==================== block 1
$ cat src/rtl/lut4_rv32_v1.sv
// Purpose: RV32 4-bit-index lookup: eight rs1 nibbles each select a 2-bit entry from the rs2 table.
// Latency: rd is combinational (0 cycles); rd_q/valid_o are a one-cycle registered copy.
// Backpressure: none; rd_q captures unconditionally whenever valid_i is high.
module lut4_rv32_v1 (
    input  logic        clk,
    input  logic        resetn,
    input  logic [31:0] rs1,
    input  logic [31:0] rs2,
    output logic [31:0] rd,
    input  logic        valid_i,
    output logic [31:0] rd_q,
    output logic        valid_o
);

    logic [1:0]  lut [16];
    logic [31:0] rd_c;
    logic [31:0] cap_d;
    logic [31:0] cap_q;
    logic        valid_d;
    logic        valid_q;

    // Unpack the 16-entry table of 2-bit values from rs2; entry 0 sits in the low bits.
    always_comb begin
        for (int i = 0; i < 16; i++) begin
            lut[i] = rs2[2*i +: 2];
        end
    end

    // Eight independent lookups sharing one table; upper two bits of each nibble stay zero.
    always_comb begin
        rd_c = '0;
        for (int k = 0; k < 8; k++) begin
            rd_c[4*k +: 2] = lut[rs1[4*k +: 4]];
        end
    end

    assign rd = rd_c;

    // Capture the lookup result only when qualified; otherwise hold the last captured value.
    always_comb begin
        cap_d   = cap_q;
        valid_d = valid_i;
        if (valid_i) begin
            cap_d = rd_c;
        end
    end

    // Registered copy; reset clears both the data and the valid flag immediately.
    always_ff @(posedge clk or negedge resetn) begin
        if (!resetn) begin
            cap_q   <= '0;
            valid_q <= 1'b0;
        end else begin
            cap_q   <= cap_d;
            valid_q <= valid_d;
        end
    end

    assign rd_q    = cap_q;
    assign valid_o = valid_q;

endmodule

$ cat config.mk
export PLATFORM = sky130hd
export DESIGN_NAME = lut4_rv32_v1
export DESIGN_NICKNAME = d
export VERILOG_FILES = /design/src/rtl/lut4_rv32_v1.sv
export SDC_FILE = /design/constraint.sdc
export NUM_CORES = 1
export LEC_CHECK = 0
export CAP_MARGIN = 20
export CORE_MARGIN = 2
export CORE_UTILIZATION = 42
export CTS_CLUSTER_DIAMETER = 150
export CTS_CLUSTER_SIZE = 10
export DETAILED_ROUTE_END_ITERATION = 6
export DONT_BUFFER_PORTS = 1
export HOLD_SLACK_MARGIN = 0.08
export PLACE_DENSITY_LB_ADDON = 0.25
export SYNTH_ARGS = -nofsm -noshare
export SYNTH_HDL_FRONTEND = slang
export SYNTH_SLANG_ARGS = --single-unit
$ cat constraint.sdc
create_clock -name clk -period 1.9 [get_ports clk]
set_input_delay 0.285 -clock clk [delete_from_list [all_inputs] [get_ports clk]]
set_output_delay 0.285 -clock clk [all_outputs]
set_load 0.05 [all_outputs]
==================== block 2
--- config.mk ---
export PLATFORM = sky130hd
export DESIGN_NAME = axi_lite_slave_regs
export DESIGN_NICKNAME = d
export VERILOG_FILES = /design/src/rtl/axil_pkg.sv /design/src/rtl/axil_reg_bank.sv /design/src/rtl/axi_lite_slave_regs.sv
export SDC_FILE = /design/constraint.sdc
export NUM_CORES = 1
export LEC_CHECK = 0
export ABC_CLOCK_PERIOD_IN_PS = 2500
export CAP_MARGIN = 20
export CORE_MARGIN = 2
export CORE_UTILIZATION = 49
export DETAILED_ROUTE_END_ITERATION = 7
export HOLD_SLACK_MARGIN = 0.05
export MAX_ROUTING_LAYER = met4
export PLACE_DENSITY = 0.89
export SYNTH_ARGS = -nofsm -noshare
export SYNTH_HDL_FRONTEND = slang
export SYNTH_SLANG_ARGS = --single-unit
--- constraint.sdc ---
create_clock -name ACLK -period 2.5 [get_ports ACLK]
set_input_delay 0.25 -clock ACLK [delete_from_list [all_inputs] [get_ports ACLK]]
set_output_delay 0.25 -clock ACLK [all_outputs]
set_load 0.005 [all_outputs]
--- src/rtl/axil_pkg.sv ---
// Shared AXI4-Lite response codes and channel state encodings for the register slave.
package axil_pkg;

   localparam logic [1:0] RESP_OKAY   = 2'b00;
   localparam logic [1:0] RESP_SLVERR = 2'b10;

   typedef enum logic {WR_IDLE, WR_RESP} wr_state_t;
   typedef enum logic {RD_IDLE, RD_RESP} rd_state_t;

endpackage

--- src/rtl/axil_reg_bank.sv ---
// Register array with a byte-strobed write port, a combinational read mux and a flat
// view of all registers for fabric logic.
module axil_reg_bank #(
   parameter int NUM_REGS = 8,
   parameter int IDX_W    = 3
) (
   input  logic                     i_clk,
   input  logic                     i_rst,
   input  logic                     i_we,
   input  logic [IDX_W-1:0]         i_widx,
   input  logic [31:0]              i_wdata,
   input  logic [3:0]               i_wstrb,
   input  logic [IDX_W-1:0]         i_ridx,
   output logic [31:0]              o_rdata,
   output logic [NUM_REGS*32-1:0]   o_regs
);

   logic [31:0] r_regs [NUM_REGS];

   always_ff @(posedge i_clk) begin
      if (i_rst) begin
         for (int k = 0; k < NUM_REGS; k++) r_regs[k] <= '0;
      end else if (i_we) begin
         for (int b = 0; b < 4; b++) begin
            if (i_wstrb[b]) r_regs[i_widx][b*8 +: 8] <= i_wdata[b*8 +: 8];
         end
      end
   end

   // read sees the pre-edge contents, so a same-edge write is invisible to it
   assign o_rdata = r_regs[i_ridx];

   for (genvar k = 0; k < NUM_REGS; k++) begin : g_flat
      assign o_regs[k*32 +: 32] = r_regs[k];
   end

endmodule

--- src/rtl/axi_lite_slave_regs.sv ---
// AXI4-Lite register slave: write/read channel FSMs and address decode around axil_reg_bank.
// Define AXIL_SLV_DECERR_EN to answer out-of-range accesses with SLVERR instead of OKAY.
//
//  state   | meaning
//  --------+-----------------------------------------------------------
//  WR_IDLE | collecting AW and W (either order); commit when both present
//  WR_RESP | BVALID held with BRESP until BREADY
//  RD_IDLE | ARREADY high, waiting for a read address
//  RD_RESP | RVALID held with RDATA/RRESP until RREADY
module axi_lite_slave_regs
   import axil_pkg::*;
#(
   parameter  int ADDR_W   = 32,
   parameter  int NUM_REGS = 8,
   localparam int IDX_W    = $clog2(NUM_REGS)
) (
   input  logic                     ACLK,
   input  logic                     ARESET,
   input  logic [ADDR_W-1:0]        S_AXI_AWADDR,
   input  logic [2:0]               S_AXI_AWPROT,
   input  logic                     S_AXI_AWVALID,
   output logic                     S_AXI_AWREADY,
   input  logic [31:0]              S_AXI_WDATA,
   input  logic [3:0]               S_AXI_WSTRB,
   input  logic                     S_AXI_WVALID,
   output logic                     S_AXI_WREADY,
   output logic [1:0]               S_AXI_BRESP,
   output logic                     S_AXI_BVALID,
   input  logic                     S_AXI_BREADY,
   input  logic [ADDR_W-1:0]        S_AXI_ARADDR,
   input  logic [2:0]               S_AXI_ARPROT,
   input  logic                     S_AXI_ARVALID,
   output logic                     S_AXI_ARREADY,
   output logic [31:0]              S_AXI_RDATA,
   output logic [1:0]               S_AXI_RRESP,
   output logic                     S_AXI_RVALID,
   input  logic                     S_AXI_RREADY,
   output logic [NUM_REGS*32-1:0]   regs_o,
   output logic                     wr_stb_o,
   output logic [IDX_W-1:0]         wr_idx_o
);

   localparam logic [ADDR_W-3:0] LP_NUM_REGS = (ADDR_W-2)'(NUM_REGS);
`ifdef AXIL_SLV_DECERR_EN
   localparam logic [1:0] LP_OOR_RESP = RESP_SLVERR;
`else
   localparam logic [1:0] LP_OOR_RESP = RESP_OKAY;
`endif

   wr_state_t r_wr_state, w_wr_state_nxt;
   rd_state_t r_rd_state, w_rd_state_nxt;

   logic              r_aw_full, r_w_full;
   logic [ADDR_W-1:0] r_awaddr;
   logic [31:0]       r_wdata;
   logic [3:0]        r_wstrb;
   logic [1:0]        r_bresp, r_rresp;
   logic [31:0]       r_rdata;
   logic              r_wr_stb;
   logic [IDX_W-1:0]  r_wr_idx;

   logic              w_aw_hs, w_w_hs, w_ar_hs, w_commit, w_bank_we;
   logic [ADDR_W-1:0] w_awaddr_eff;
   logic [31:0]       w_wdata_eff, w_bank_rdata;
   logic [3:0]        w_wstrb_eff;
   logic              w_aw_in_range, w_ar_in_range;
   logic [IDX_W-1:0]  w_aw_idx, w_ar_idx;
   logic              w_unused;

   assign S_AXI_AWREADY = ~ARESET & ~r_aw_full & (r_wr_state == WR_IDLE);
   assign S_AXI_WREADY  = ~ARESET & ~r_w_full  & (r_wr_state == WR_IDLE);
   assign S_AXI_BVALID  = (r_wr_state == WR_RESP);
   assign S_AXI_BRESP   = r_bresp;
   assign S_AXI_ARREADY = ~ARESET & (r_rd_state == RD_IDLE);
   assign S_AXI_RVALID  = (r_rd_state == RD_RESP);
   assign S_AXI_RDATA   = r_rdata;
   assign S_AXI_RRESP   = r_rresp;
   assign wr_stb_o      = r_wr_stb;
   assign wr_idx_o      = r_wr_idx;

   assign w_aw_hs = S_AXI_AWVALID & S_AXI_AWREADY;
   assign w_w_hs  = S_AXI_WVALID  & S_AXI_WREADY;
   assign w_ar_hs = S_AXI_ARVALID & S_AXI_ARREADY;

   // the half that arrives on the completing edge is used directly, so commit needs no extra cycle
   assign w_awaddr_eff = r_aw_full ? r_awaddr : S_AXI_AWADDR;
   assign w_wdata_eff  = r_w_full  ? r_wdata  : S_AXI_WDATA;
   assign w_wstrb_eff  = r_w_full  ? r_wstrb  : S_AXI_WSTRB;
   assign w_commit     = (r_wr_state == WR_IDLE) & (r_aw_full | w_aw_hs) & (r_w_full | w_w_hs);

   assign w_aw_in_range = (w_awaddr_eff[ADDR_W-1:2] < LP_NUM_REGS);
   assign w_aw_idx      = w_awaddr_eff[2 +: IDX_W];
   assign w_ar_in_range = (S_AXI_ARADDR[ADDR_W-1:2] < LP_NUM_REGS);
   assign w_ar_idx      = S_AXI_ARADDR[2 +: IDX_W];
   assign w_bank_we     = w_commit & w_aw_in_range;

   assign w_unused = ^{S_AXI_AWPROT, S_AXI_ARPROT, w_awaddr_eff[1:0], S_AXI_ARADDR[1:0]};

   always_comb begin
      w_wr_state_nxt = r_wr_state;
      w_rd_state_nxt = r_rd_state;
      case (r_wr_state)
         WR_IDLE: if (w_commit)     w_wr_state_nxt = WR_RESP;
         WR_RESP: if (S_AXI_BREADY) w_wr_state_nxt = WR_IDLE;
         default:                   w_wr_state_nxt = WR_IDLE;
      endcase
      case (r_rd_state)
         RD_IDLE: if (w_ar_hs)      w_rd_state_nxt = RD_RESP;
         RD_RESP: if (S_AXI_RREADY) w_rd_state_nxt = RD_IDLE;
         default:                   w_rd_state_nxt = RD_IDLE;
      endcase
   end

   always_ff @(posedge ACLK) begin
      if (ARESET) begin
         r_wr_state <= WR_IDLE;
         r_rd_state <= RD_IDLE;
         r_aw_full  <= 1'b0;
         r_w_full   <= 1'b0;
         r_awaddr   <= '0;
         r_wdata    <= '0;
         r_wstrb    <= '0;
         r_bresp    <= RESP_OKAY;
         r_rresp    <= RESP_OKAY;
         r_rdata    <= '0;
         r_wr_stb   <= 1'b0;
         r_wr_idx   <= '0;
      end else begin
         r_wr_state <= w_wr_state_nxt;
         r_rd_state <= w_rd_state_nxt;
         r_wr_stb   <= w_bank_we;
         if (w_bank_we) r_wr_idx <= w_aw_idx;
         if (w_commit) begin
            r_aw_full <= 1'b0;
            r_w_full  <= 1'b0;
            r_bresp   <= w_aw_in_range ? RESP_OKAY : LP_OOR_RESP;
         end else begin
            if (w_aw_hs) begin
               r_aw_full <= 1'b1;
               r_awaddr  <= S_AXI_AWADDR;
            end
            if (w_w_hs) begin
               r_w_full <= 1'b1;
               r_wdata  <= S_AXI_WDATA;
               r_wstrb  <= S_AXI_WSTRB;
            end
         end
         if (w_ar_hs) begin
            r_rdata <= w_ar_in_range ? w_bank_rdata : 32'h0;
            r_rresp <= w_ar_in_range ? RESP_OKAY : LP_OOR_RESP;
         end
      end
   end

   axil_reg_bank #(
      .NUM_REGS (NUM_REGS),
      .IDX_W    (IDX_W)
   ) u_bank (
      .i_clk   (ACLK),
      .i_rst   (ARESET),
      .i_we    (w_bank_we),
      .i_widx  (w_aw_idx),
      .i_wdata (w_wdata_eff),
      .i_wstrb (w_wstrb_eff),
      .i_ridx  (w_ar_idx),
      .o_rdata (w_bank_rdata),
      .o_regs  (regs_o)
   );

endmodule
==================== block 3
--- src/rtl/rule_cfg_arbiter.sv ---
// rule_cfg_arbiter
// Round-robin arbiter that shares the per-layer rule configuration port of a
// parser pipeline between several configuration masters. One request is in
// flight at a time: accept (IDLE) -> single-cycle strobe (ISSUE) ->
// optional wait for read data (WAIT_RD) -> single-cycle response (RESP).
// Optional feature macro: RULE_BROADCAST_EN (layer index 4'hF writes all layers).
module rule_cfg_arbiter #(
  parameter int REQ_NUM    = 2,
  parameter int LAYER_NUM  = 4,
  parameter int LSEL_LSB   = 24,
  parameter int RD_TIMEOUT = 15
) (
  input  logic                            i_clk,
  input  logic                            i_rst,
  input  logic [REQ_NUM-1:0]              i_req_valid,
  input  logic [REQ_NUM-1:0]              i_req_wr,
  input  logic [REQ_NUM-1:0][31:0]        i_req_addr,
  input  logic [REQ_NUM-1:0][31:0]        i_req_wdata,
  output logic [REQ_NUM-1:0]              o_req_ready,
  output logic [REQ_NUM-1:0]              o_resp_valid,
  output logic [31:0]                     o_resp_data,
  output logic                            o_resp_err,
  output logic [LAYER_NUM-1:0]            o_rule_wren,
  output logic [LAYER_NUM-1:0]            o_rule_rden,
  output logic [31:0]                     o_rule_addr,
  output logic [31:0]                     o_rule_wdata,
  input  logic [LAYER_NUM-1:0]            i_rule_rdata_valid,
  input  logic [LAYER_NUM-1:0][31:0]      i_rule_rdata
);

  localparam int LSEL_W = 4;
  localparam int PTR_W  = (REQ_NUM > 1) ? $clog2(REQ_NUM) : 1;

  localparam logic [1:0] S_IDLE    = 2'd0;
  localparam logic [1:0] S_ISSUE   = 2'd1;
  localparam logic [1:0] S_WAIT_RD = 2'd2;
  localparam logic [1:0] S_RESP    = 2'd3;

  // Last WAIT_RD count value before the read is declared lost.
  localparam logic [7:0] TO_LAST = 8'(RD_TIMEOUT - 1);

  logic [1:0]           state;
  logic [PTR_W-1:0]     ptr;
  logic [PTR_W-1:0]     gnt_q;
  logic [31:0]          addr_q;
  logic [31:0]          wdata_q;
  logic                 wr_q;
  logic [7:0]           cnt;

  logic                 hi_any;
  logic                 lo_any;
  logic [PTR_W-1:0]     hi_idx;
  logic [PTR_W-1:0]     lo_idx;
  logic                 gnt_any;
  logic [PTR_W-1:0]     gnt_idx;

  logic [LSEL_W-1:0]    lsel;
  logic [LAYER_NUM-1:0] hit;
  logic                 in_range;
  logic                 bcast;
  logic                 issue_err;
  logic                 sel_valid;
  logic [31:0]          sel_data;

  // Round-robin search: lowest valid index at/after the pointer, else lowest below it.
  always_comb begin
    hi_any = 1'b0;
    hi_idx = '0;
    lo_any = 1'b0;
    lo_idx = '0;
    for (int r = REQ_NUM - 1; r >= 0; r--) begin
      if (i_req_valid[r] && (PTR_W'(r) >= ptr)) begin
        hi_any = 1'b1;
        hi_idx = PTR_W'(r);
      end else if (i_req_valid[r]) begin
        lo_any = 1'b1;
        lo_idx = PTR_W'(r);
      end else begin
        lo_any = lo_any;
      end
    end
    gnt_any = hi_any | lo_any;
    gnt_idx = hi_any ? hi_idx : lo_idx;
  end

  // Layer decode from the captured address and read-data mux for the selected layer.
  always_comb begin
    lsel      = addr_q[LSEL_LSB +: LSEL_W];
    hit       = '0;
    sel_valid = 1'b0;
    sel_data  = 32'd0;
    for (int l = 0; l < LAYER_NUM; l++) begin
      if (lsel == LSEL_W'(l)) begin
        hit[l]    = 1'b1;
        sel_valid = i_rule_rdata_valid[l];
        sel_data  = i_rule_rdata[l];
      end else begin
        hit[l]    = 1'b0;
      end
    end
    in_range = |hit;
`ifdef RULE_BROADCAST_EN
    bcast = (lsel == 4'hF);
`else
    bcast = 1'b0;
`endif
    // Broadcast only makes sense for writes; otherwise an unmapped index is an error.
    issue_err = bcast ? ~wr_q : ~in_range;
  end

  // Request accept and response strobes; ready is the only input-dependent output.
  always_comb begin
    if ((state == S_IDLE) && gnt_any && !i_rst) begin
      o_req_ready = REQ_NUM'(1'b1) << gnt_idx;
    end else begin
      o_req_ready = '0;
    end
    if (state == S_RESP) begin
      o_resp_valid = REQ_NUM'(1'b1) << gnt_q;
    end else begin
      o_resp_valid = '0;
    end
  end

  // Single-cycle layer strobes in ISSUE, suppressed for erroring requests.
  always_comb begin
    o_rule_wren = '0;
    o_rule_rden = '0;
    if ((state == S_ISSUE) && !issue_err) begin
      if (wr_q) begin
        o_rule_wren = bcast ? {LAYER_NUM{1'b1}} : hit;
      end else begin
        o_rule_rden = hit;
      end
    end else begin
      o_rule_wren = '0;
    end
  end

  // Shared address/data come straight from the captured request so they hold through RESP.
  always_comb begin
    o_rule_addr  = addr_q;
    o_rule_wdata = wdata_q;
  end

  // Transaction FSM: capture, issue, wait for read data with timeout, respond.
  always_ff @(posedge i_clk or posedge i_rst) begin
    if (i_rst) begin
      state       <= S_IDLE;
      ptr         <= '0;
      gnt_q       <= '0;
      addr_q      <= 32'd0;
      wdata_q     <= 32'd0;
      wr_q        <= 1'b0;
      cnt         <= 8'd0;
      o_resp_data <= 32'd0;
      o_resp_err  <= 1'b0;
    end else begin
      case (state)
        S_IDLE: begin
          if (gnt_any) begin
            gnt_q   <= gnt_idx;
            addr_q  <= i_req_addr[gnt_idx];
            wdata_q <= i_req_wdata[gnt_idx];
            wr_q    <= i_req_wr[gnt_idx];
            if (gnt_idx == PTR_W'(REQ_NUM - 1)) begin
              ptr <= '0;
            end else begin
              ptr <= gnt_idx + PTR_W'(1);
            end
            state   <= S_ISSUE;
          end else begin
            state   <= S_IDLE;
          end
        end
        S_ISSUE: begin
          if (issue_err) begin
            o_resp_data <= 32'd0;
            o_resp_err  <= 1'b1;
            state       <= S_RESP;
          end else if (wr_q) begin
            o_resp_data <= 32'd0;
            o_resp_err  <= 1'b0;
            state       <= S_RESP;
          end else if (sel_valid) begin
            o_resp_data <= sel_data;
            o_resp_err  <= 1'b0;
            state       <= S_RESP;
          end else begin
            cnt         <= 8'd0;
            state       <= S_WAIT_RD;
          end
        end
        S_WAIT_RD: begin
          // Data arriving on the expiry cycle still wins over the timeout.
          if (sel_valid) begin
            o_resp_data <= sel_data;
            o_resp_err  <= 1'b0;
            state       <= S_RESP;
          end else if (cnt == TO_LAST) begin
            o_resp_data <= 32'd0;
            o_resp_err  <= 1'b1;
            state       <= S_RESP;
          end else begin
            cnt         <= cnt + 8'd1;
            state       <= S_WAIT_RD;
          end
        end
        S_RESP: begin
          state <= S_IDLE;
        end
        default: begin
          state <= S_IDLE;
        end
      endcase
    end
  end

endmodule

--- config.mk ---
export PLATFORM = sky130hd
export DESIGN_NAME = rule_cfg_arbiter
export DESIGN_NICKNAME = d
export VERILOG_FILES = /design/src/rtl/rule_cfg_arbiter.sv
export SDC_FILE = /design/constraint.sdc
export NUM_CORES = 1
export LEC_CHECK = 0
export CAP_MARGIN = 30
export CORE_AREA = 2 2 147 149
export CTS_CLUSTER_SIZE = 16
export DETAILED_ROUTE_END_ITERATION = 8
export DIE_AREA = 0 0 149 151
export PLACE_DENSITY = 0.71
export SYNTH_ARGS = -nofsm -noshare
export SYNTH_HDL_FRONTEND = slang
export SYNTH_SLANG_ARGS = --single-unit
--- constraint.sdc ---
create_clock -name i_clk -period 9.2 [get_ports i_clk]
set_clock_uncertainty 0.05 [all_clocks]
set_input_delay 1.38 -clock i_clk [delete_from_list [all_inputs] [get_ports i_clk]]
set_output_delay 1.38 -clock i_clk [all_outputs]
set_load 0.05 [all_outputs]
==================== block 4
<file path="src/rtl/uart_pkg.sv">
`default_nettype none
`timescale 1ns/1ps
// ---- uart_pkg : shared state encoding and default sizes for the UART TX sequencer | rev 1.0 ----
package uart_pkg;

  localparam int DEFAULT_DATA_BITS = 8;
  localparam int DEFAULT_DIV_BITS  = 16;

  typedef enum logic [2:0] {
    IDLE   = 3'd0,
    START  = 3'd1,
    DATA   = 3'd2,
    PARITY = 3'd3,
    STOP   = 3'd4
  } uart_state_t;

endpackage
`default_nettype wire

</file>
<file path="src/rtl/uart_bit_timer.sv">
`default_nettype none
`timescale 1ns/1ps
// ---- uart_bit_timer : bit-period divider counting 1..period, flags the last cycle | rev 1.0 ----
module uart_bit_timer
  import uart_pkg::*;
#(
  parameter int DIV_BITS = DEFAULT_DIV_BITS
) (
  input  logic                clk,
  input  logic                n_rst,
  input  logic                clear,
  input  logic                enable,
  input  logic [DIV_BITS-1:0] period,
  output logic                bit_tick
);

  logic [DIV_BITS-1:0] div_cnt;

  // Counting 1..period (never past period) keeps the full DIV_BITS range usable without wrap.
  assign bit_tick = enable && (div_cnt == period);

  always_ff @(posedge clk or negedge n_rst) begin
    if (!n_rst) begin
      div_cnt <= '0;
    end else if (clear) begin
      div_cnt <= DIV_BITS'(1);
    end else if (enable) begin
      div_cnt <= bit_tick ? DIV_BITS'(1) : div_cnt + DIV_BITS'(1);
    end
  end

endmodule
`default_nettype wire

</file>
<file path="src/rtl/uart_tx_frame_sequencer.sv">
`default_nettype none
`timescale 1ns/1ps
// ---- uart_tx_frame_sequencer : serializes start, data (LSB first), parity and stop bits | rev 1.0 ----
module uart_tx_frame_sequencer
  import uart_pkg::*;
#(
  parameter int DATA_BITS = DEFAULT_DATA_BITS,
  parameter int DIV_BITS  = DEFAULT_DIV_BITS
) (
  input  logic                 clk,
  input  logic                 n_rst,
  input  logic                 start,
  input  logic [DATA_BITS-1:0] data_in,
  input  logic [DIV_BITS-1:0]  clks_per_bit,
  input  logic                 parity_en,
  input  logic                 parity_odd,
  input  logic                 stop_two,
  output logic                 tx_out,
  output logic                 busy,
  output logic                 done
);

  localparam int IDX_W = $clog2(DATA_BITS);
  localparam logic [IDX_W-1:0] LAST_DATA = IDX_W'(DATA_BITS - 1);

  uart_state_t          state, state_nxt;
  logic [IDX_W-1:0]     bit_idx, bit_idx_nxt;
  logic [DATA_BITS-1:0] shift_reg, shift_nxt;
  logic [DIV_BITS-1:0]  period;
  logic                 par_en, par_bit, stop2;
  logic                 tx_nxt, busy_nxt, done_nxt;
  logic                 accept, timer_en, bit_tick;
  logic [IDX_W-1:0]     last_stop;

  assign timer_en  = (state != IDLE);
  assign last_stop = {{(IDX_W-1){1'b0}}, stop2};

  uart_bit_timer #(
    .DIV_BITS (DIV_BITS)
  ) u_bit_timer (
    .clk      (clk),
    .n_rst    (n_rst),
    .clear    (accept),
    .enable   (timer_en),
    .period   (period),
    .bit_tick (bit_tick)
  );

  always_ff @(posedge clk or negedge n_rst) begin
    if (!n_rst) begin
      state <= IDLE;
    end else begin
      state <= state_nxt;
    end
  end

  always_comb begin
    state_nxt   = state;
    bit_idx_nxt = bit_idx;
    shift_nxt   = shift_reg;
    tx_nxt      = tx_out;
    busy_nxt    = busy;
    done_nxt    = 1'b0;
    accept      = 1'b0;

    case (state)
      IDLE: begin
        tx_nxt   = 1'b1;
        busy_nxt = 1'b0;
        if (start) begin
          accept      = 1'b1;
          state_nxt   = START;
          bit_idx_nxt = '0;
          shift_nxt   = data_in;
          tx_nxt      = 1'b0;
          busy_nxt    = 1'b1;
        end
      end
      START: begin
        if (bit_tick) begin
          state_nxt   = DATA;
          bit_idx_nxt = '0;
          tx_nxt      = shift_reg[0];
        end
      end
      DATA: begin
        if (bit_tick) begin
          shift_nxt = shift_reg >> 1;
          if (bit_idx == LAST_DATA) begin
            bit_idx_nxt = '0;
            state_nxt   = par_en ? PARITY : STOP;
            tx_nxt      = par_en ? par_bit : 1'b1;
          end else begin
            // Next data bit is presented one edge ahead of the shift landing.
            bit_idx_nxt = bit_idx + IDX_W'(1);
            tx_nxt      = shift_reg[1];
          end
        end
      end
      PARITY: begin
        if (bit_tick) begin
          state_nxt   = STOP;
          bit_idx_nxt = '0;
          tx_nxt      = 1'b1;
        end
      end
      STOP: begin
        tx_nxt = 1'b1;
        if (bit_tick) begin
          if (bit_idx == last_stop) begin
            state_nxt   = IDLE;
            bit_idx_nxt = '0;
            busy_nxt    = 1'b0;
            done_nxt    = 1'b1;
          end else begin
            bit_idx_nxt = bit_idx + IDX_W'(1);
          end
        end
      end
      default: begin
        state_nxt   = IDLE;
        bit_idx_nxt = '0;
        tx_nxt      = 1'b1;
        busy_nxt    = 1'b0;
      end
    endcase
  end

  always_ff @(posedge clk or negedge n_rst) begin
    if (!n_rst) begin
      bit_idx   <= '0;
      shift_reg <= '0;
      period    <= '0;
      par_en    <= 1'b0;
      par_bit   <= 1'b0;
      stop2     <= 1'b0;
      tx_out    <= 1'b1;
      busy      <= 1'b0;
      done      <= 1'b0;
    end else begin
      bit_idx   <= bit_idx_nxt;
      shift_reg <= shift_nxt;
      tx_out    <= tx_nxt;
      busy      <= busy_nxt;
      done      <= done_nxt;
      if (accept) begin
        // A zero divider would never tick; run it as one cycle per bit instead.
        period  <= (clks_per_bit == '0) ? DIV_BITS'(1) : clks_per_bit;
        par_en  <= parity_en;
        par_bit <= (^data_in) ^ parity_odd;
        stop2   <= stop_two;
      end
    end
  end

endmodule
`default_nettype wire

</file>
<file path="config.mk">
export PLATFORM = sky130hd
export DESIGN_NAME = uart_tx_frame_sequencer
export DESIGN_NICKNAME = d
export VERILOG_FILES = /design/src/rtl/uart_pkg.sv /design/src/rtl/uart_bit_timer.sv /design/src/rtl/uart_tx_frame_sequencer.sv
export SDC_FILE = /design/constraint.sdc
export NUM_CORES = 1
export LEC_CHECK = 0
export CAP_MARGIN = 20
export CELL_PAD_IN_SITES_DETAIL_PLACEMENT = 0
export CELL_PAD_IN_SITES_GLOBAL_PLACEMENT = 1
export CORE_MARGIN = 2
export CORE_UTILIZATION = 35
export DETAILED_ROUTE_END_ITERATION = 6
export GPL_TIMING_DRIVEN = 0
export PLACE_DENSITY = 0.67
export SLEW_MARGIN = 30
export SYNTH_ARGS = -nofsm -noshare
export SYNTH_HDL_FRONTEND = slang
export SYNTH_SLANG_ARGS = --single-unit
</file>
<file path="constraint.sdc">
create_clock -name clk -period 4.15 [get_ports clk]
set_clock_uncertainty 0.05 [all_clocks]
set_input_delay 0.83 -clock clk [delete_from_list [all_inputs] [get_ports clk]]
set_output_delay 0.83 -clock clk [all_outputs]
set_load 0.01 [all_outputs]
</file>
**Block 3: metal layers overlaid**

Two of the layers only.
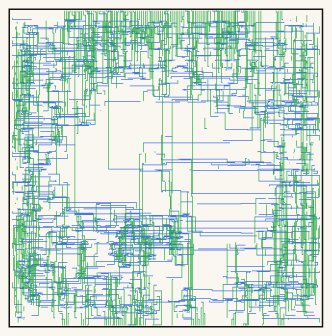
| layer | color | wire length |
|---|---|---|
| M2 | green | 10800 µm |
| M1 | blue | 8410 µm |

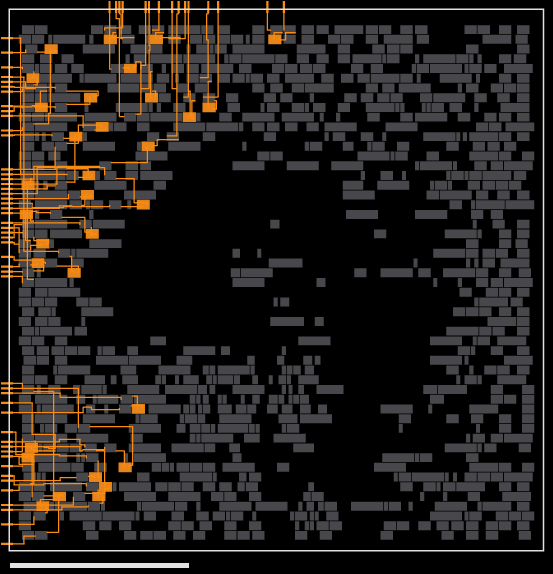
**Above:** block 3 (wires at chosen ports, followed through buffers).
Scale bar: 50 µm.
| port | color | bits | direction | edge | end cells | buffers | wire |
|---|---|---|---|---|---|---|---|
| `i_req_wdata` | orange | 64 | input | 49 west, 15 north | 32 | 64 | 1600 µm |

==> out/results.env, block 3 <==
GRT_SETUP_UNREPAIRED='no'
PORT_BUFFERS=374
END_KIND='primary output'
TIMING.HOLD.WORST.CLASS='reg -> reg'
CTSRESIZECOUNT=0
STAGE_LOG_WARNINGS=31
WORST_IR_DROP_VDD_mV=0.208
GLOBALROUTEMET3UTIL_PCT=6.02
CLOCKBUFFERDEPTH=2
CTS_TREE='built'
CLOCK_TREE.ROOT_CELL='clkbuf_16'
SIMPLE_GATE_AREA_SHARE_PCT=7.17
WORST_SLEW_PIN_SLEW_NS=0.834
SYNTH_TOP_AREA_SHARE_PCT=47.5
POSTSYNTHAREAPERCELL_UM2=11.4
FINAL-HOLD-VIOLATION-COUNT=0
OUTCOME='finished, final reports clean'
TOP_LEVEL_PORTS=375
WORST_SKEW_PAIR.LATE_LATENCY_NS=0.36
PERIOD_USED_PCT=50.9
TOTALPOWERFINAL_uW=3290
YOSYSCELLCOUNT=506
MAX_SLEW_MARGIN_PCT=44.4
TIMING.CRITICAL_PATH.SLOWEST_CELL_DELAY_NS=0.82
DR_TOP_LAYER='met4'
TIMING_MAX_TRANSITION_VIOLATIONS_FINAL=0
SYNTH_AREA_LEADER_CELL='dfrtp_1'
POST_CTS_HOLD_BUFFER_COUNT=0
YS_TOP_CELLS_BY_COUNT='110 x dfrtp_1, 103 x inv_1, 65 x a222oi_1'
WORSTHOLDENDPOINT='o_rule_wdata[27]$_DFFE_PP0P_'
WORST_EP_REQUIRED_TIME_NS=7.77
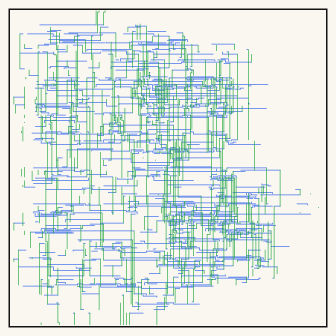
**Above:** block 4 (metal layers overlaid).
Two of the layers only.
| layer | color | wire length |
|---|---|---|
| M2 | green | 2970 µm |
| M1 | blue | 3460 µm |

==> out/results.env, block 4 <==
FLOP_AREA_UM2=1300
START_KIND='flop'
R2R_END='shift_reg[3]$_DFFE_PN0P_'
OUTCOME='finished, final reports clean'
CHIP_AREA_UM2=9120
FINALSETUPVIOLATIONS=0
AREA.SHARE.SEQUENTIAL_PCT=37.0
POWER.SEQUENTIAL.FRACTION_PCT=48.2
WL_MET3_UM=271
DIE-HEIGHT_UM=95.5
SIMPLE_GATE_AREA_SHARE_PCT=14.4
GRT_MAX_DEGREE=30
YOSYS.STAT.CHIPAREA_UM2=2930
DRIVE_GT1_SHARE_PCT=8.00
GRT_PASS1_VIAS=2235
FINAL-HOLD-VIOLATION-COUNT=0
GLOBALROUTEOVERFLOWTOTAL=0
FLOPS=52
AND_OR_OR_AND_SHARE_OF_THE_SYNTHESIZED_AREA_PCT=13.8
PLACEDINSTANCEAREA_UM2=3400
CLOCK_TREE.ROOT_CELL='clkbuf_8'
WORSTSETUPPATHTYPE='reg -> reg'
REGTOREGSETUPSLACK_NS=1.62
POST_SYNTH_INST_COUNT=284
SWITCHING_SHARE_PCT=32.6
YOSYSCELLCOUNT=284
CLK_PIN_SLEW_WORST_PATHS_NS=0.10
CRITPATHLAUNCH='state[1]$_DFFE_PN0P_'
GLOBALROUTEMET1UTIL_PCT=24.1
FINAL_NETS=357
MAX_FREQ_MHz=395
WORST_EP_REQUIRED_TIME_NS=4.30
NWELLTAPS=105
WL_PER_CELL_UM=15.9
TOTALNEGATIVESETUPSLACK_NS=0
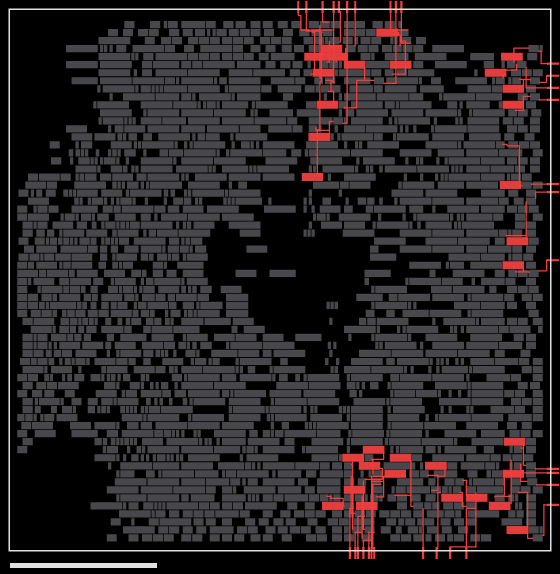
**Above:** block 2 (wires at chosen ports, followed through buffers).
Scale bar: 50 µm.
| port | color | bits | direction | edge | end cells | buffers | wire |
|---|---|---|---|---|---|---|---|
| `S_AXI_RDATA` | red | 32 | output | 11 south, 11 east, 10 north | 32 | 32 | 985 µm |

==> out/results.env, block 2 <==
OUTCOME='finished, final reports clean'
ASYNC_RESET_FF_SHARE_PCT=0
STARTPOINT_OF_THE_TIGHTEST_HOLD_CHECK_PATH='S_AXI_WDATA[27]'
POST_SYNTHESIS_CELL_AREA_UM2=15700
POSTSYNTHAREAPERCELL_UM2=12.7
GRTUSAGEMET2_PCT=52.1
CRIT_FAMILY='simple AND/OR/NAND/NOR gates'
WL_PER_CELL_UM=24.7
NUM_VIAS=12634
FINAL-COMB-AREA_UM2=5490
DIE_W_UM=183
ROUTE.DETAILED.DRC=0
CTS_INSERTED_BUFFERS=38
BUFAREASHARENONCLOCK_PCT=22.4
NETSWITCHINGPOWER_uW=3210
CTSRESIZECOUNT=0
LAY_TOP_CELLS='395 x clkdlybuf4s50_1, 336 x nor2_1, 256 x edfxtp_1'
POWERSEQ_uW=6770
WIRE_LENGTH_OF_THE_FIRST_GLOBAL_ROUTING_PASS_UM=76800
UTIL_AFTER_LAYOUT_PCT=69.9
NWELLTAPS=402
POWER_PER_CELL_AREA_nW_PER_UM2=640
CRITPATHARRIVALTIME_NS=2.68
FINCLKSKEW_NS=0.0159
TIMING.CRITICAL_PATH.BUF_INV=2
ROUTEDLENGTHMET1_UM=18600
R2R_END='u_bank.r_regs[3][30]$_SDFFCE_PN0P_'
WORST_SKEW_PAIR.LATE_LATENCY_NS=0.52
WORSTHOLDPATHCELLS=3
REPLACE_CONGESTION=0.944
LAYOUT_TOP_CELL='clkdlybuf4s50_1'
POSTLAYOUTSETUPSLACKWORST_NS=0.0515
WL_MET3_UM=5250
ANT_NETS=0
MUX_SHARE_PCT=15.8
CLKSINKCOUNT=362
ENDPOINT='u_bank.r_regs[3][30]$_SDFFCE_PN0P_'
FINALSETUPVIOLATIONS=0
WORSTSETUPPATHTYPE='reg -> reg'
FINALCRITICALPERIOD_NS=2.45
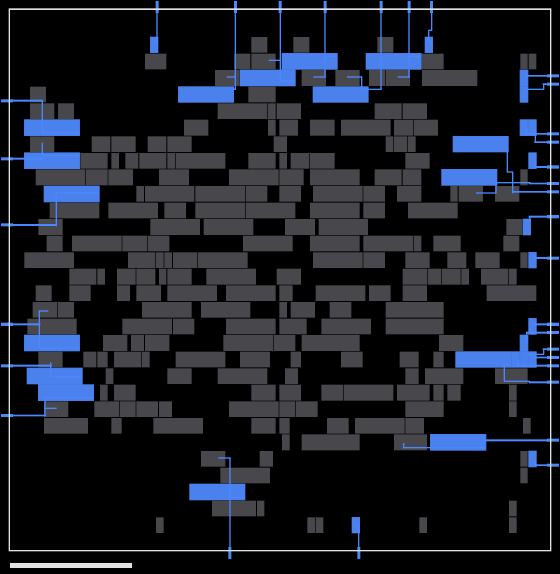
**Above:** block 1 (wires at chosen ports, followed through buffers).
Scale bar: 20 µm.
| port | color | bits | direction | edge | end cells | buffers | wire |
|---|---|---|---|---|---|---|---|
| `rd_q` | blue | 32 | output | 17 east, 7 north, 6 west, 2 south | 32 | 0 | 323 µm |

==> out/results.env, block 1 <==
OUTCOME='finished, final reports clean'
TOP_LEVEL_PORTS=132
AREA.SHARE.SEQUENTIAL_PCT=13.4
YOSYSCELLCOUNT=256
FINAL_NETS=318
POST_SYNTHESIS_CELL_AREA_UM2=3010
LAYOUT.CELLS.LARGEST_CLASS='multi-input combinational cells'
WORSTHOLDPATHCELLS=1
SYNTH_TOP_AREA_SHARE_PCT=31.4
H_TREE_LVLS=1
TOTALPOWERFINAL_uW=1880
CTS_SETUP_BUFFERS=0
ENDPOINT='rd[4]'
AREA_ADDED_BETWEEN_SYNTHESIS_AND_FINISH_PCT=5.53
STAGE_LOG_WARNINGS=26
END_KIND='primary output'
WIRELENGTH_UM=9220
NETSWITCHINGPOWER_uW=878
N_ALL_INVERTERS=1
CRITPATHARRIVALTIME_NS=1.46
NWELLTAPS=96
REGTOREGSETUPSLACK_NS=0.87
NUM_ROWS=30
UTIL_AFTER_LAYOUT_PCT=46.3
CRITPATHLAUNCH='rs1[4]'
POSTSYNTHREGISTERBITS=17
LAYOUT_TOP_CELL='mux4_2'
PLACEDCELLCOUNT=340
AREA_LEADERS='mux4_2 31%, mux2_2 16%, dfrtp_1 14%'
FINALCRITICALPERIOD_NS=1.75
PERIOD_USED_PCT=91.8
FINAL-HOLD-VIOLATION-COUNT=0
SYNTHDISTINCTLIBCELLS=26
AND_OR_OR_AND_SHARE_OF_THE_SYNTHESIZED_AREA_PCT=8.64
YOSYS.STAT.CHIPAREA_UM2=3010
LARGEST_REG_FLOPS=16
CLOCKBUFFERCOUNT=4
FILLERINSTANCES=617
BUFAREASHARENONCLOCK_PCT=4.72
NUM-MULTI-INPUT-GATES=212
INTERNAL_POWER_COMPONENT_uW=1000
DR_TOP_LAYER='met4'
ANT_NETS=0
POST_SYNTH_INST_COUNT=256
DP_HPWL_UM=6550
YOSYSWARNINGS=0
MAX_FREQ_MHz=573
N_ALL_BUFFERS=16
DIE-HEIGHT_UM=88.7
POSTLAYOUTSETUPSLACKWORST_NS=0.155
VIAS_PER_CELL=6.70
ANTENNA-DIODE-COUNT=0
CORE-AREA_UM2=6870
CHIP_AREA_UM2=7860
LAY_TOP_CELLS='44 x mux4_2, 41 x mux2_2, 32 x conb_1'
XOR_SHARE_PCT=0
GR-MAX-USAGE-LAYER='met2'
CRIT_FAMILY='multiplexers'
PLACEDINSTANCEAREA_UM2=3110
MUX_SHARE_PCT=60.0
POSTSYNTHAREAPERCELL_UM2=11.8
CLOCKBUFFERDEPTH=2

==> gallery <==
Layout detail.
panel A
Region (26, 117) to (66, 157) µm. Cells in gray, sequential cells in the stronger gray; small squares are vias.
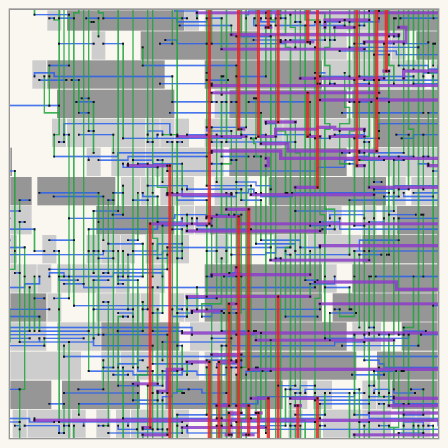
panel B
Region (2, 47) to (42, 87) µm. Cells in gray, sequential cells in the stronger gray; small squares are vias.
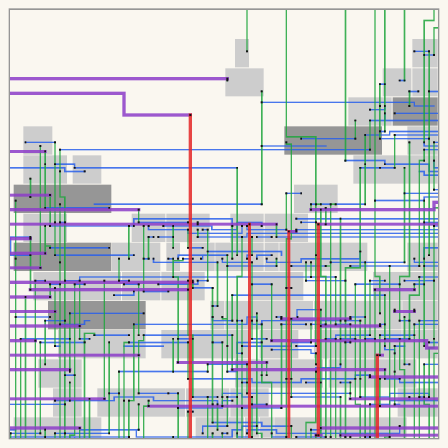
panel C
Region (17, 93) to (57, 133) µm. Cells in gray, sequential cells in the stronger gray; small squares are vias.
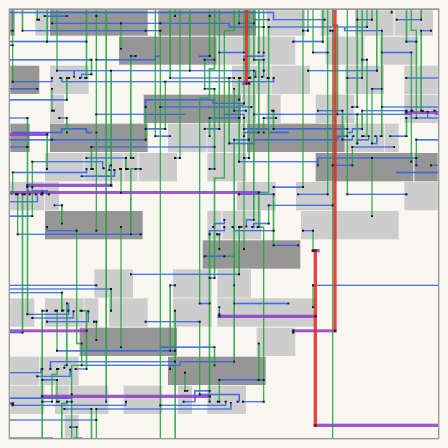
panel D
Region (4, 52) to (44, 92) µm. Cells in gray, sequential cells in the stronger gray; small squares are vias.
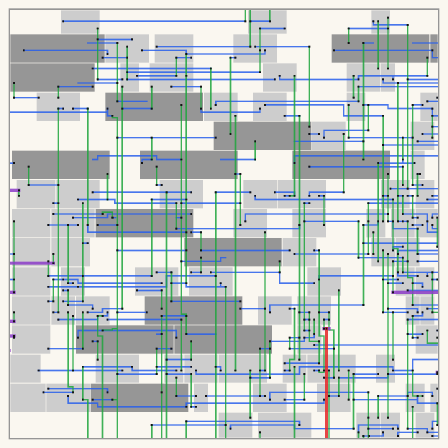
Panel B is block 1.
Panel D is block 4.
Panel A is block 2.
Panel C is block 3.

Key to panel A:
| layer | color |
|---|---|
| M4 | red |
| M1 | blue |
| M3 | purple |
| M2 | green |
sequential cells in the window: 26
most frequent: nor2_1 (32), nand2_1 (21), edfxtp_1 (21)
netlist names of flops here include: `u_bank.r_regs` (21), `r_wdata` (5)
cells with their middle in the window: 113



==> notes/layouts.md <==
Pictures saved along the way, in no particular order.

Register map, names as in the netlist.
picture 1
Scale bar: 50 µm. Other sequential cells in the stronger gray, the rest of the logic in the fainter gray.
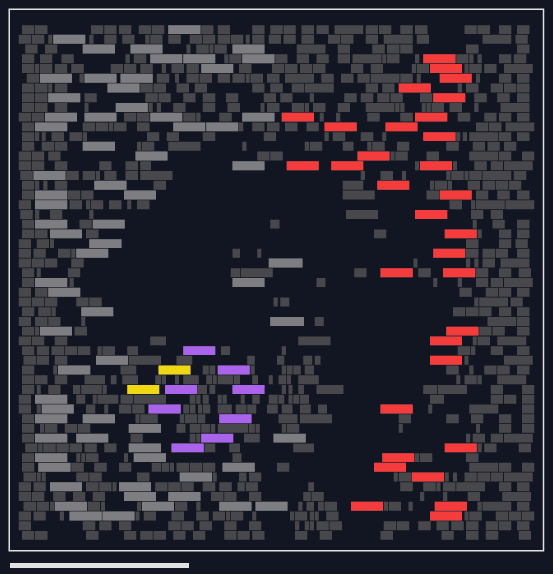
picture 2
Scale bar: 50 µm. Other sequential cells in the stronger gray, the rest of the logic in the fainter gray.
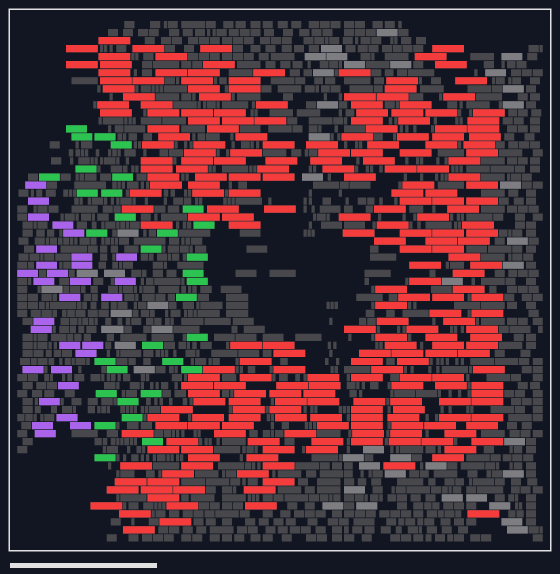
picture 3
Scale bar: 20 µm. Other sequential cells in the stronger gray, the rest of the logic in the fainter gray.
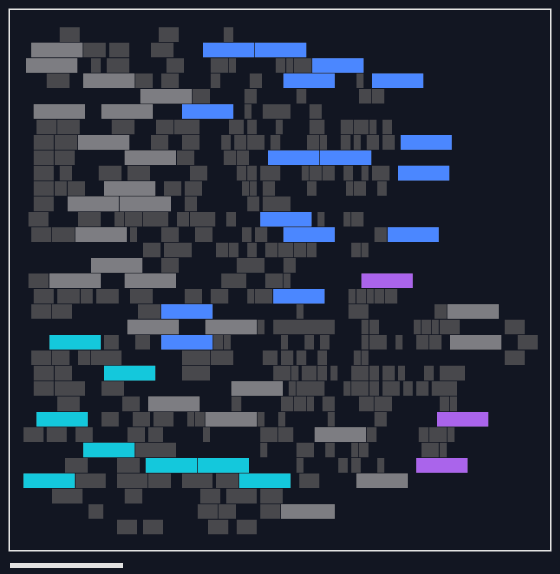
Block 4 is picture 3.
Block 3 is picture 1.
Block 2 is picture 2.


==> gallery <==
The clock network.
(a)
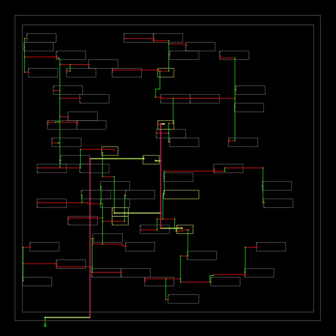
(b)
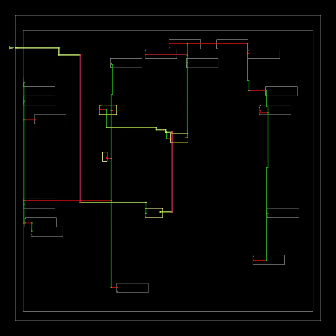
(c)
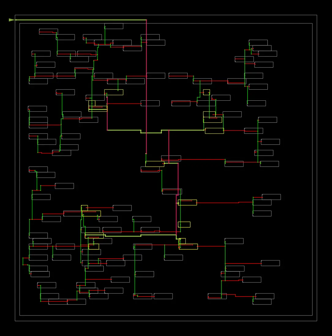
(d)
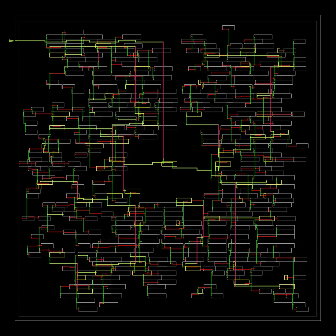
(c): block 3
(a): block 4
(d): block 2
(b): block 1
- most sequential cells: (d)
- fewest clock buffers: (b)

